=== morse_key_sequencer ===
Figure 1. The metal 2 layer (morse_key_sequencer).
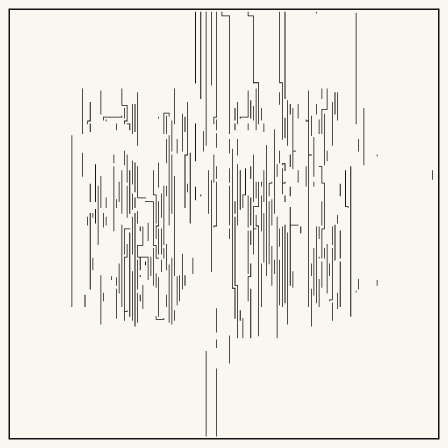

[src/rtl/morse_pkg.sv]
// Shared definitions for the Morse key sequencer.
//   state_t     : sequencer states (IDLE, PRESS, GAP, LETTER)
//   MAX_SYMBOLS : default symbol register depth
//   SYM_W       : symbol register width
//   DOT / DASH  : symbol encoding inside the symbol register
package morse_pkg;

  typedef enum logic [1:0] {
    IDLE   = 2'd0,
    PRESS  = 2'd1,
    GAP    = 2'd2,
    LETTER = 2'd3
  } state_t;

  localparam int MAX_SYMBOLS = 5;
  localparam int SYM_W       = 5;

  localparam logic DOT  = 1'b0;
  localparam logic DASH = 1'b1;

endpackage

[src/rtl/morse_tick_gen.sv]
// Timing tick prescaler for the Morse key sequencer.
// Counts 0..TICK_DIV-1 and flags the last count as a tick.
// Ports:
//   clk   : system clock
//   reset : synchronous active-high reset
//   clear : synchronous restart of the count at 0
//   tick  : high while the count equals TICK_DIV-1
module morse_tick_gen #(
  parameter int unsigned TICK_DIV = 4
) (
  input  logic clk,
  input  logic reset,
  input  logic clear,
  output logic tick
);

  localparam int unsigned CW = (TICK_DIV < 2) ? 1 : $clog2(TICK_DIV);
  localparam logic [CW-1:0] LAST = CW'(TICK_DIV - 1);

  logic [CW-1:0] cnt;

  always_ff @(posedge clk) begin
    if (reset || clear || (cnt == LAST)) begin
      cnt <= '0;
    end else begin
      cnt <= cnt + CW'(1);
    end
  end

  assign tick = (cnt == LAST);

endmodule

[src/rtl/morse_key_sequencer.sv]
// Morse key sequencer: times the key button, classifies each press as a
// dot or dash, detects the inter-letter gap and hands a completed letter
// (symbol bits plus count) downstream with a one-cycle strobe.
// Single clock, tick based; key timing no longer clocks any logic.
// Ports:
//   clk          : system clock
//   reset        : synchronous active-high reset
//   enable       : sequencer enable; low forces IDLE and drops the letter
//   key_in       : raw key button (asynchronous)
//   sym_valid    : one-cycle pulse per classified symbol
//   sym_is_dash  : class of the last symbol (valid with sym_valid)
//   sym_count    : symbols stored in the current letter
//   sym_bits     : symbol register, 1 = dash, latest symbol in bit 0
//   letter_valid : one-cycle pulse while the finished letter is presented
//   overflow     : more than MAX_SYMBOLS presses in the current letter
//   busy         : sequencer not in IDLE
module morse_key_sequencer #(
  parameter int unsigned TICK_DIV    = 4,
  parameter int unsigned DASH_TICKS  = 3,
  parameter int unsigned GAP_TICKS   = 5,
  parameter int unsigned MAX_SYMBOLS = morse_pkg::MAX_SYMBOLS
) (
  input  logic                        clk,
  input  logic                        reset,
  input  logic                        enable,
  input  logic                        key_in,
  output logic                        sym_valid,
  output logic                        sym_is_dash,
  output logic [2:0]                  sym_count,
  output logic [morse_pkg::SYM_W-1:0] sym_bits,
  output logic                        letter_valid,
  output logic                        overflow,
  output logic                        busy
);

  import morse_pkg::*;

  localparam logic [7:0] DASH_T  = 8'(DASH_TICKS);
  localparam logic [7:0] GAP_T   = 8'(GAP_TICKS);
  localparam logic [7:0] DUR_MAX = 8'hFF;
  localparam logic [2:0] MAX_CNT = 3'(MAX_SYMBOLS);

  // Synchronizer
  logic sync1;
  logic key_s;

  // FSM and datapath state
  state_t             state;
  state_t             state_d;
  logic [7:0]         dur;
  logic [7:0]         dur_d;
  logic [7:0]         dur_inc;
  logic               tick;
  logic               tick_clr;
  logic               is_dash;

  // Next values of the registered outputs
  logic               sym_valid_d;
  logic               sym_is_dash_d;
  logic [2:0]         sym_count_d;
  logic [SYM_W-1:0]   sym_bits_d;
  logic               letter_valid_d;
  logic               overflow_d;

  morse_tick_gen #(
    .TICK_DIV(TICK_DIV)
  ) u_tick_gen (
    .clk  (clk),
    .reset(reset),
    .clear(tick_clr),
    .tick (tick)
  );

  // State register
  always_ff @(posedge clk) begin
    if (reset) begin
      state <= IDLE;
    end else begin
      state <= state_d;
    end
  end

  // Next state, next outputs, duration counter control
  always_comb begin
    state_d        = state;
    sym_valid_d    = 1'b0;
    sym_is_dash_d  = sym_is_dash;
    sym_count_d    = sym_count;
    sym_bits_d     = sym_bits;
    letter_valid_d = 1'b0;
    overflow_d     = overflow;
    is_dash        = (dur >= DASH_T) ? DASH : DOT;
    dur_inc        = (dur == DUR_MAX) ? dur : dur + 8'd1;

    if (!enable) begin
      state_d     = IDLE;
      sym_count_d = '0;
      sym_bits_d  = '0;
      overflow_d  = 1'b0;
    end else begin
      unique case (state)
        IDLE: begin
          if (key_s) begin
            state_d = PRESS;
          end
        end
        PRESS: begin
          if (!key_s) begin
            sym_valid_d   = 1'b1;
            sym_is_dash_d = is_dash;
            if (sym_count < MAX_CNT) begin
              sym_bits_d  = {sym_bits[SYM_W-2:0], is_dash};
              sym_count_d = sym_count + 3'd1;
            end else begin
              overflow_d = 1'b1;
            end
            state_d = GAP;
          end
        end
        GAP: begin
          // A re-press beats a gap that completes in the same cycle.
          if (key_s) begin
            state_d = PRESS;
          end else if (tick && (dur_inc >= GAP_T)) begin
            state_d        = LETTER;
            letter_valid_d = 1'b1;
          end
        end
        LETTER: begin
          state_d     = IDLE;
          sym_count_d = '0;
          sym_bits_d  = '0;
          overflow_d  = 1'b0;
        end
      endcase
    end

    tick_clr = !enable || (state_d != state);

    if (tick_clr) begin
      dur_d = '0;
    end else if (tick && ((state == PRESS) || (state == GAP))) begin
      dur_d = dur_inc;
    end else begin
      dur_d = dur;
    end
  end

  // Synchronizer, duration counter and registered outputs
  always_ff @(posedge clk) begin
    if (reset) begin
      sync1        <= 1'b0;
      key_s        <= 1'b0;
      dur          <= '0;
      sym_valid    <= 1'b0;
      sym_is_dash  <= 1'b0;
      sym_count    <= '0;
      sym_bits     <= '0;
      letter_valid <= 1'b0;
      overflow     <= 1'b0;
      busy         <= 1'b0;
    end else begin
      sync1        <= key_in;
      key_s        <= sync1;
      dur          <= dur_d;
      sym_valid    <= sym_valid_d;
      sym_is_dash  <= sym_is_dash_d;
      sym_count    <= sym_count_d;
      sym_bits     <= sym_bits_d;
      letter_valid <= letter_valid_d;
      overflow     <= overflow_d;
      busy         <= (state_d != IDLE);
    end
  end

endmodule

[config.mk]
export PLATFORM = sky130hd
export DESIGN_NAME = morse_key_sequencer
export DESIGN_NICKNAME = d
export VERILOG_FILES = /design/src/rtl/morse_pkg.sv /design/src/rtl/morse_tick_gen.sv /design/src/rtl/morse_key_sequencer.sv
export SDC_FILE = /design/constraint.sdc
export NUM_CORES = 1
export LEC_CHECK = 0
export CORE_MARGIN = 10
export CORE_UTILIZATION = 50
export CTS_CLUSTER_SIZE = 10
export DETAILED_ROUTE_END_ITERATION = 10
export PLACE_DENSITY = 0.82
export SLEW_MARGIN = 20
export SYNTH_ARGS = -nofsm -noshare
export SYNTH_HDL_FRONTEND = slang
export SYNTH_HIERARCHICAL = 1
export SYNTH_SLANG_ARGS = --single-unit
[constraint.sdc]
create_clock -name clk -period 3.42 [get_ports clk]
set_input_delay 0.684 -clock clk [delete_from_list [all_inputs] [get_ports clk]]
set_output_delay 0.684 -clock clk [all_outputs]
set_load 0.02 [all_outputs]
=== instr_seq_player ===
==> src/rtl/instr_seq_player.sv <==
// instr_seq_player
// Stores up to DEPTH instruction words and replays them in order, presenting
// each word for TICKS cycles, either once or looped until aborted. Playback
// does not consume the stored program.
//
// States
//   state  | meaning
//   S_IDLE | editing the queue (save/del/clear); outputs idle
//   S_RUN  | presenting mem[slot_idx]; execute/clear abort
//
// Ports
//   clk, rst        system clock, synchronous active-high reset
//   save, del       pulses: append data_in / remove newest entry (IDLE only)
//   execute         pulse: start playback in IDLE, abort in RUN
//   clear           pulse: empty the queue (aborts playback in RUN)
//   loop            level, latched at start: repeat program until aborted
//   data_in         instruction word to store
//   instr_out       word being played, 0 when idle
//   instr_valid     high while a slot is presented
//   slot_idx        index of the slot being played
//   count           number of stored entries; empty/full derived from it
//   busy            high in RUN
//   done            one-cycle pulse on single-pass completion
//   overflow        one-cycle pulse when a save is dropped because full
module instr_seq_player #(
  parameter int DATA_W = 5,
  parameter int DEPTH  = 8,
  parameter int TICKS  = 50_000_000,
  localparam int AW    = $clog2(DEPTH),
  localparam int CW    = $clog2(DEPTH) + 1
) (
  input  logic              clk,
  input  logic              rst,
  input  logic              save,
  input  logic              del,
  input  logic              execute,
  input  logic              clear,
  input  logic              loop,
  input  logic [DATA_W-1:0] data_in,
  output logic [DATA_W-1:0] instr_out,
  output logic              instr_valid,
  output logic [AW-1:0]     slot_idx,
  output logic [CW-1:0]     count,
  output logic              empty,
  output logic              full,
  output logic              busy,
  output logic              done,
  output logic              overflow
);

  localparam int TW = $clog2(TICKS);
  localparam logic [TW-1:0] TICK_LAST = TW'(TICKS - 1);

  typedef enum logic {S_IDLE, S_RUN} state_t;

  state_t            state, state_nxt;
  logic [DATA_W-1:0] mem [DEPTH];
  logic [CW-1:0]     count_nxt;
  logic [AW-1:0]     slot_nxt;
  logic [TW-1:0]     timer, timer_nxt;
  logic              loop_q, loop_nxt;
  logic              done_nxt, ovf_nxt;
  logic              mem_we;
  logic              last_slot;

  assign empty       = (count == '0);
  assign full        = (count == CW'(DEPTH));
  assign busy        = (state == S_RUN);
  assign instr_valid = busy;
  // mem cannot be written while running, so a combinational read is stable
  assign instr_out   = busy ? mem[slot_idx] : '0;
  assign last_slot   = ({1'b0, slot_idx} == (count - CW'(1)));

  always_ff @(posedge clk) begin
    if (rst) begin
      state    <= S_IDLE;
      count    <= '0;
      slot_idx <= '0;
      timer    <= '0;
      loop_q   <= 1'b0;
      done     <= 1'b0;
      overflow <= 1'b0;
    end else begin
      state    <= state_nxt;
      count    <= count_nxt;
      slot_idx <= slot_nxt;
      timer    <= timer_nxt;
      loop_q   <= loop_nxt;
      done     <= done_nxt;
      overflow <= ovf_nxt;
    end
  end

  always_ff @(posedge clk) begin
    if (mem_we) mem[count[AW-1:0]] <= data_in;
  end

  always_comb begin
    state_nxt = state;
    count_nxt = count;
    slot_nxt  = slot_idx;
    timer_nxt = timer;
    loop_nxt  = loop_q;
    done_nxt  = 1'b0;
    ovf_nxt   = 1'b0;
    mem_we    = 1'b0;
    unique case (state)
      S_IDLE: begin
        if (clear) begin
          count_nxt = '0;
        end else if (execute && !empty) begin
          state_nxt = S_RUN;
          slot_nxt  = '0;
          timer_nxt = TICK_LAST;
          loop_nxt  = loop;
        end else if (del) begin
          // del beats a simultaneous save, which is dropped silently
          if (!empty) count_nxt = count - CW'(1);
        end else if (save) begin
          if (full) begin
            ovf_nxt = 1'b1;
          end else begin
            mem_we    = 1'b1;
            count_nxt = count + CW'(1);
          end
        end
      end
      S_RUN: begin
        if (clear || execute) begin
          state_nxt = S_IDLE;
          slot_nxt  = '0;
          timer_nxt = '0;
          if (clear) count_nxt = '0;
        end else if (timer != '0) begin
          timer_nxt = timer - TW'(1);
        end else if (!last_slot) begin
          slot_nxt  = slot_idx + AW'(1);
          timer_nxt = TICK_LAST;
        end else if (loop_q) begin
          slot_nxt  = '0;
          timer_nxt = TICK_LAST;
        end else begin
          state_nxt = S_IDLE;
          slot_nxt  = '0;
          done_nxt  = 1'b1;
        end
      end
      default: state_nxt = S_IDLE;
    endcase
  end

endmodule

==> config.mk <==
export PLATFORM = sky130hd
export DESIGN_NAME = instr_seq_player
export DESIGN_NICKNAME = d
export VERILOG_FILES = /design/src/rtl/instr_seq_player.sv
export SDC_FILE = /design/constraint.sdc
export NUM_CORES = 1
export LEC_CHECK = 0
export CORE_MARGIN = 8
export CORE_UTILIZATION = 47
export CTS_CLUSTER_DIAMETER = 30
export DETAILED_ROUTE_END_ITERATION = 10
export GPL_TIMING_DRIVEN = 0
export PLACE_DENSITY = 0.69
export SLEW_MARGIN = 5
export SYNTH_ARGS = -nofsm -noshare
export SYNTH_HDL_FRONTEND = slang
export SYNTH_SLANG_ARGS = --single-unit
==> constraint.sdc <==
create_clock -name clk -period 2.15 [get_ports clk]
set_input_delay 0.43 -clock clk [delete_from_list [all_inputs] [get_ports clk]]
set_output_delay 0.43 -clock clk [all_outputs]
set_load 0.02 [all_outputs]
=== md_trade_decoder ===
$ cat config.mk
export PLATFORM = sky130hd
export DESIGN_NAME = md_trade_decoder
export DESIGN_NICKNAME = d
export VERILOG_FILES = /design/src/rtl/md_pkg.sv /design/src/rtl/md_le_field_shift.sv /design/src/rtl/md_trade_decoder.sv
export SDC_FILE = /design/constraint.sdc
export NUM_CORES = 1
export LEC_CHECK = 0
export CORE_MARGIN = 8
export CORE_UTILIZATION = 60
export CTS_BUF_LIST = sky130_fd_sc_hd__clkbuf_2
export DETAILED_ROUTE_END_ITERATION = 8
export PLACE_DENSITY = 0.88
export SYNTH_ARGS = -nofsm -noshare
export SYNTH_HDL_FRONTEND = slang
export SYNTH_SLANG_ARGS = --single-unit
$ cat constraint.sdc
create_clock -name clk -period 3.9 [get_ports clk]
set_input_delay 0.585 -clock clk [delete_from_list [all_inputs] [get_ports clk]]
set_output_delay 0.585 -clock clk [all_outputs]
set_load 0.05 [all_outputs]
$ cat src/rtl/md_pkg.sv
// md_pkg: shared types and constants for the market-data trade decoder.
//   dec_state_t  - decoder FSM states (HDR0, HDR1, ENTRY, DRAIN)
//   HDR_BYTES    - bytes in a message header (count + reserved)
//   ENTRY_BYTES  - bytes per trade entry
//   AGG_*        - aggressor side encodings driven on aggressor_side
//   trade_t      - one decoded trade record
//   unpack_entry - turns a complete little-endian entry into a trade_t
package md_pkg;

  localparam int HDR_BYTES   = 2;
  localparam int ENTRY_BYTES = 17;

  localparam logic [1:0] AGG_NONE = 2'd0;
  localparam logic [1:0] AGG_BUY  = 2'd1;
  localparam logic [1:0] AGG_SELL = 2'd2;

  typedef enum logic [1:0] {
    HDR0,
    HDR1,
    ENTRY,
    DRAIN
  } dec_state_t;

  typedef struct packed {
    logic [31:0] security_id;
    logic [63:0] price;
    logic [31:0] size;
    logic [1:0]  aggressor_side;
  } trade_t;

  // Unknown aggressor codes are reported as "no aggressor" rather than rejected.
  function automatic logic [1:0] decode_aggressor(input logic [7:0] b);
    case (b)
      8'd1:    return AGG_BUY;
      8'd2:    return AGG_SELL;
      default: return AGG_NONE;
    endcase
  endfunction

  // Entry byte k sits at bits [8k+7:8k]: price 0-7, size 8-11, id 12-15, aggressor 16.
  function automatic trade_t unpack_entry(input logic [ENTRY_BYTES*8-1:0] w);
    trade_t t;
    t.price          = w[63:0];
    t.size           = w[95:64];
    t.security_id    = w[127:96];
    t.aggressor_side = decode_aggressor(w[135:128]);
    return t;
  endfunction

endpackage

$ cat src/rtl/md_le_field_shift.sv
// md_le_field_shift: little-endian staging shifter for one trade entry.
//   clk, rst       - clock and asynchronous active-low reset
//   shift_en_i     - accept byte_i into the staging window
//   clear_i        - drop any partially staged entry
//   byte_i         - incoming stream byte
//   word_o         - NBYTES-byte window, byte_i in the top lane and the
//                    oldest staged byte in the bottom lane
// Only NBYTES-1 bytes are registered; the final byte of an entry is taken live
// from byte_i so the complete entry is visible in the cycle that accepts it.
module md_le_field_shift #(
  parameter int NBYTES = 17
) (
  input  logic                  clk,
  input  logic                  rst,
  input  logic                  shift_en_i,
  input  logic                  clear_i,
  input  logic [7:0]            byte_i,
  output logic [NBYTES*8-1:0]   word_o
);

  logic [(NBYTES-1)*8-1:0] stage_q;
  logic [(NBYTES-1)*8-1:0] stage_d;

  assign word_o = {byte_i, stage_q};

  // New bytes enter at the top and older bytes move down, so after a full
  // entry the first byte received ends up in the lowest lane.
  always_comb begin
    stage_d = stage_q;
    if (clear_i) begin
      stage_d = '0;
    end else if (shift_en_i) begin
      stage_d = word_o[NBYTES*8-1:8];
    end
  end

  always_ff @(posedge clk or negedge rst) begin
    if (!rst) begin
      stage_q <= '0;
    end else begin
      stage_q <= stage_d;
    end
  end

endmodule

$ cat src/rtl/md_trade_decoder.sv
// md_trade_decoder: parses framed trade-summary messages into trade records.
//   clk, rst        - clock and asynchronous active-low reset
//   in_data/in_valid/in_last/in_ready - byte stream input (one byte per cycle)
//   security_id, price, size, aggressor_side - last decoded trade (held)
//   valid           - one-cycle pulse per decoded entry
//   err_count       - saturating count of malformed messages
//   entry_count     - wrapping count of decoded entries when
//                     MD_TRADE_DECODER_STATS_EN is defined, otherwise 0
// Message: count byte N, reserved byte, then N 17-byte little-endian entries.
module md_trade_decoder
  import md_pkg::*;
#(
  parameter int unsigned MAX_ENTRIES = 31
) (
  input  logic        clk,
  input  logic        rst,
  input  logic [7:0]  in_data,
  input  logic        in_valid,
  input  logic        in_last,
  output logic        in_ready,
  output logic [31:0] security_id,
  output logic [63:0] price,
  output logic [31:0] size,
  output logic [1:0]  aggressor_side,
  output logic        valid,
  output logic [15:0] err_count,
  output logic [31:0] entry_count
);

  dec_state_t  state_q, state_d;
  logic [4:0]  byte_idx_q, byte_idx_d;
  logic [7:0]  remaining_q, remaining_d;
  logic [7:0]  n_q, n_d;
  logic        in_ready_q;
  trade_t      trade_q;
  logic        valid_q;
  logic [15:0] err_count_q;

  logic        accept;
  logic        err_evt;
  logic        load_evt;
  logic        shift_en;
  logic        clear_stage;
  logic [ENTRY_BYTES*8-1:0] entry_word;

  assign accept = in_valid && in_ready_q;

  md_le_field_shift #(
    .NBYTES (ENTRY_BYTES)
  ) u_stage (
    .clk        (clk),
    .rst        (rst),
    .shift_en_i (shift_en),
    .clear_i    (clear_stage),
    .byte_i     (in_data),
    .word_o     (entry_word)
  );

  // Next-state logic. Nothing moves without an accepted byte, so input bubbles
  // freeze byte_idx and remaining. Every error either ends the message or sends
  // it to DRAIN, which is why a message can raise at most one error.
  always_comb begin
    state_d     = state_q;
    byte_idx_d  = byte_idx_q;
    remaining_d = remaining_q;
    n_d         = n_q;
    err_evt     = 1'b0;
    load_evt    = 1'b0;
    shift_en    = 1'b0;
    clear_stage = 1'b0;
    if (accept) begin
      case (state_q)
        HDR0: begin
          n_d = in_data;
          if (in_last) begin
            err_evt = 1'b1;
            state_d = HDR0;
          end else if (32'(in_data) > MAX_ENTRIES) begin
            err_evt = 1'b1;
            state_d = DRAIN;
          end else begin
            state_d = HDR1;
          end
        end
        HDR1: begin
          if (n_q == 8'd0) begin
            err_evt = !in_last;
            state_d = HDR0;
          end else if (in_last) begin
            err_evt = 1'b1;
            state_d = HDR0;
          end else begin
            byte_idx_d  = 5'd0;
            remaining_d = n_q;
            state_d     = ENTRY;
          end
        end
        ENTRY: begin
          if (byte_idx_q == 5'(ENTRY_BYTES - 1)) begin
            load_evt    = 1'b1;
            shift_en    = 1'b1;
            byte_idx_d  = 5'd0;
            remaining_d = remaining_q - 8'd1;
            if (remaining_q == 8'd1) begin
              err_evt = !in_last;
              state_d = in_last ? HDR0 : DRAIN;
            end else if (in_last) begin
              err_evt = 1'b1;
              state_d = HDR0;
            end
          end else if (in_last) begin
            clear_stage = 1'b1;
            err_evt     = 1'b1;
            state_d     = HDR0;
          end else begin
            shift_en   = 1'b1;
            byte_idx_d = byte_idx_q + 5'd1;
          end
        end
        DRAIN: begin
          if (in_last) begin
            state_d = HDR0;
          end
        end
        default: state_d = HDR0;
      endcase
    end
  end

  // FSM and header bookkeeping registers.
  always_ff @(posedge clk or negedge rst) begin
    if (!rst) begin
      state_q     <= HDR0;
      byte_idx_q  <= 5'd0;
      remaining_q <= 8'd0;
      n_q         <= 8'd0;
    end else begin
      state_q     <= state_d;
      byte_idx_q  <= byte_idx_d;
      remaining_q <= remaining_d;
      n_q         <= n_d;
    end
  end

  // Output side: fields only change on a completed entry, valid is a single
  // cycle pulse, and in_ready comes up one edge after reset and stays up.
  always_ff @(posedge clk or negedge rst) begin
    if (!rst) begin
      in_ready_q  <= 1'b0;
      trade_q     <= '0;
      valid_q     <= 1'b0;
      err_count_q <= 16'd0;
    end else begin
      in_ready_q <= 1'b1;
      valid_q    <= load_evt;
      if (load_evt) begin
        trade_q <= unpack_entry(entry_word);
      end
      if (err_evt && (err_count_q != 16'hFFFF)) begin
        err_count_q <= err_count_q + 16'd1;
      end
    end
  end

`ifdef MD_TRADE_DECODER_STATS_EN
  logic [31:0] entry_count_q;

  // Counts entries as they are committed; wraps naturally at 2^32.
  always_ff @(posedge clk or negedge rst) begin
    if (!rst) begin
      entry_count_q <= 32'd0;
    end else if (load_evt) begin
      entry_count_q <= entry_count_q + 32'd1;
    end
  end

  assign entry_count = entry_count_q;
`else
  assign entry_count = 32'd0;
`endif

  assign in_ready       = in_ready_q;
  assign security_id    = trade_q.security_id;
  assign price          = trade_q.price;
  assign size           = trade_q.size;
  assign aggressor_side = trade_q.aggressor_side;
  assign valid          = valid_q;
  assign err_count      = err_count_q;

endmodule

Figure 2. Logic cells by family (morse_key_sequencer).
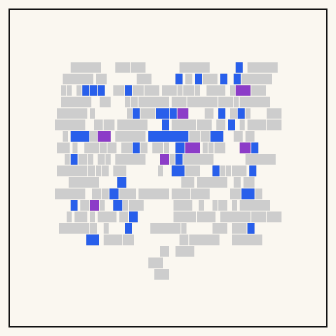
legend:
  AND and OR gates:
    colour: purple
    cells: 7
    most_used: or4b_1
  inverting AOI/OAI gates:
    colour: blue
    cells: 36
    most_used: a21oi_1
Post-Layout Cell Count: 214
most common cell after layout, fill and taps aside: sky130_fd_sc_hd__dfxtp_1
fraction of standard cell area in multi-input logic: 0.523

About Figure 1:
wire length on this layer: 1570 um
share of all routed wire: 51%
met2 Track Usage GR: 0.207
via count: 1253

==> run notes, morse_key_sequencer <==
Physical implementation status

The flow ran to the end, and the final reports show no timing, DRC or antenna violations. The area recorded from the Yosys report for this design is between 0.0015 and 0.002 sq mm. The worst hold path stage count stands at 1. The first detailed-routing pass ran for 4 iterations. Per the detailed placement report, the placed cell area equals approximately 0.0016 sq mm.

The adder-cell area share of the yosys netlist stands at 0.0666. TritonCTS built the clock tree. The total clock network power stands at roughly 0.14 mW. The final timing summary puts the cycle share of the worst path at 0.728. The largest fanout of any net on the critical path stands at 13. The internal power consumption stands at 0.377 mW.

The non-clock buffer count in the final layout stands at 16. The proportion of power drawn by the clock network stands at 0.283. The hold-fix buffer count after cts stands at 0. The placed instance count stands at roughly 210. The number of levels the H-tree was split into stands at 1. STA classifies the critical path startpoint as a flip-flop. According to the cell report, the number of logic gates is roughly 130.
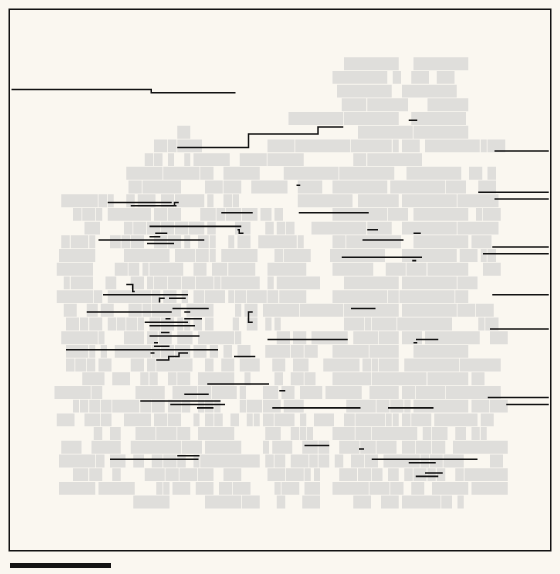
Figure 3: instr_seq_player, M3 wires.
Scale bar: 20 um. Cells faint in the background.
main direction: horizontal
share of all routed wire: 5.3%
longest straight run: 29.9 um
wire length on this layer: 586 um
met3 routing resource usage after global routing: 0.0456
via count: 3374
aggregate routed wire length: 11100 um

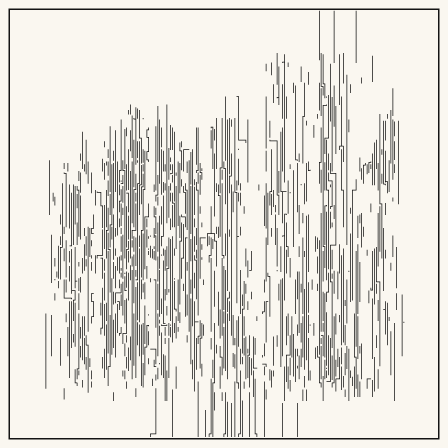
Figure 4: instr_seq_player, the metal 2 layer.
share of all routed wire: 52%
nets with wire on the layer: 413
main direction: vertical
wire length on this layer: 5730 um
met2 Track Usage GR: 0.303

==> run notes, instr_seq_player <==
Physical implementation status

Summing over the stages, the warning tally comes to 29. In the power breakdown, the internal column shows 2.88 mW. The power report attributes to the clock group a share of 0.290. The count of endpoints failing setup in the final report stands at 8. Counting every sink on the clock net gives 80.

The critical path goes through buf_6, buf_6, mux4_2, mux2i_1, nor2_1, buf_4. The combinational power reported by the tool is about 1.3 mW. The worst setup path is launched from a flip-flop. Input and output buffers added on the ports amount to 28. The report puts the hold buffer count at CTS at 0.

The async set or reset register ratio after synthesis stands at 0. The share of total power dissipated in sequential elements is 0.413. The flow ran to the end, but the final reports show violations. The total power per unit cell area stands at approximately 800 mW/mm^2. The static leakage stands at between 1.5 and 2 nW. The footprint of the multi-input gates stands at around 0.0021 sq mm. The final reports fail on setup timing. For the worst min-delay path, the startpoint reported by OpenROAD is timer[1]. The count of antenna diodes in the layout stands at 0. The number of global-route vias before repair stands at ~3200. Per the detail_route log, met3 wirelength is 586 um. The worst setup slack after layout stands at -54.3 ps. The analysis attributes to net switching a power of approximately 1.3 mW.

met2 is the most crowded layer. The share of the cycle needed by the critical path after routing stands at 1.03.
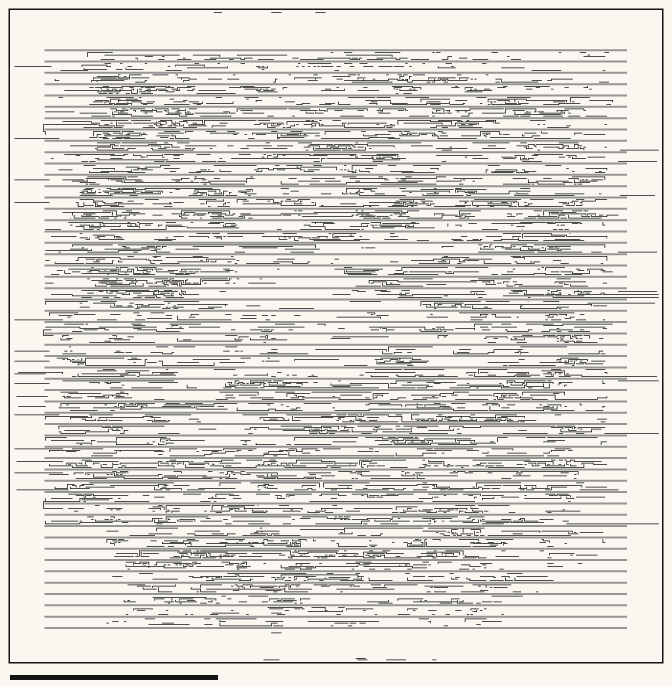
Figure 5: md_trade_decoder, signal wires on met1.
Scale bar: 50 um. Supply wires on this layer in grey.
nets with wire on the layer: 1160
share of all routed wire: 42%
via count: 8686
aggregate routed wire length: 27300 um
met1 global-route usage: 0.297

==> run notes, md_trade_decoder <==
Physical implementation status

The run finished with clean final reports. The share of total power dissipated in combinational logic is 0.135. Per the synthesis report, the XOR/XNOR share of the synthesized area is 0.0111.

The core utilization of the finished layout stands at 0.734. Ranked by power, first place goes to registers. Looking at the reg2reg group, the worst path ends at u_stage.stage_q[113]. The report lists the power per cell area as approximately 450 mW/mm^2. Of the combinational cells, the family taking the most area is simple AND/OR/NAND/NOR gates.

Summed over all nets, the switching power comes to between 2 and 2.5 mW. The adder-cell area share of the yosys netlist stands at 0.00634. The footprint of the multi-input gates stands at roughly 0.0040 sq mm. The global-route wire length before repair stands at 45100 um. The synthesis report lists the most area-consuming cells as sky130_fd_sc_hd__dfrtp_1 63%, sky130_fd_sc_hd__nand2_1 13%, sky130_fd_sc_hd__a22o_1 9.5%. The die width stands at about 160 um. The largest single stage delay on the critical path is ~860 ps. The area recorded from the Yosys report for this design is ~0.012 sq mm. The share of the cycle needed by the critical path after routing stands at 0.691. The worst setup slack after layout stands at roughly 1200 ps. The worst path buffer plus inverter count stands at 1. The post-route cell area stands at roughly 0.014 sq mm.

==> screenshots <==
Clock routing.
(a)
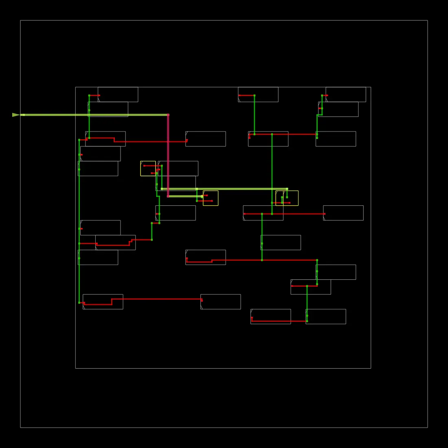
(b)
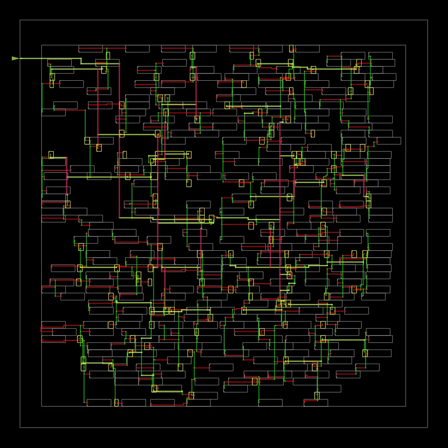
(c)
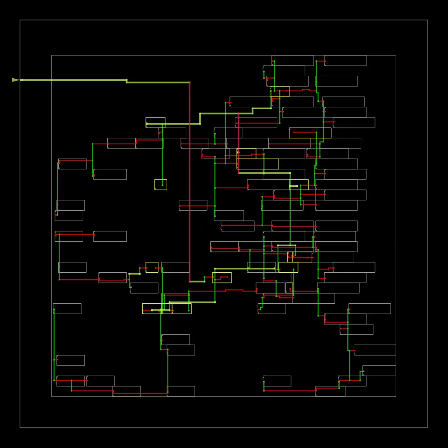
- most sequential cells: (b)
- most clock buffers: (b)
(a) comes from morse_key_sequencer.
(c) comes from instr_seq_player.
(b) comes from md_trade_decoder.


Power is estimated from default activity; no workload was simulated.
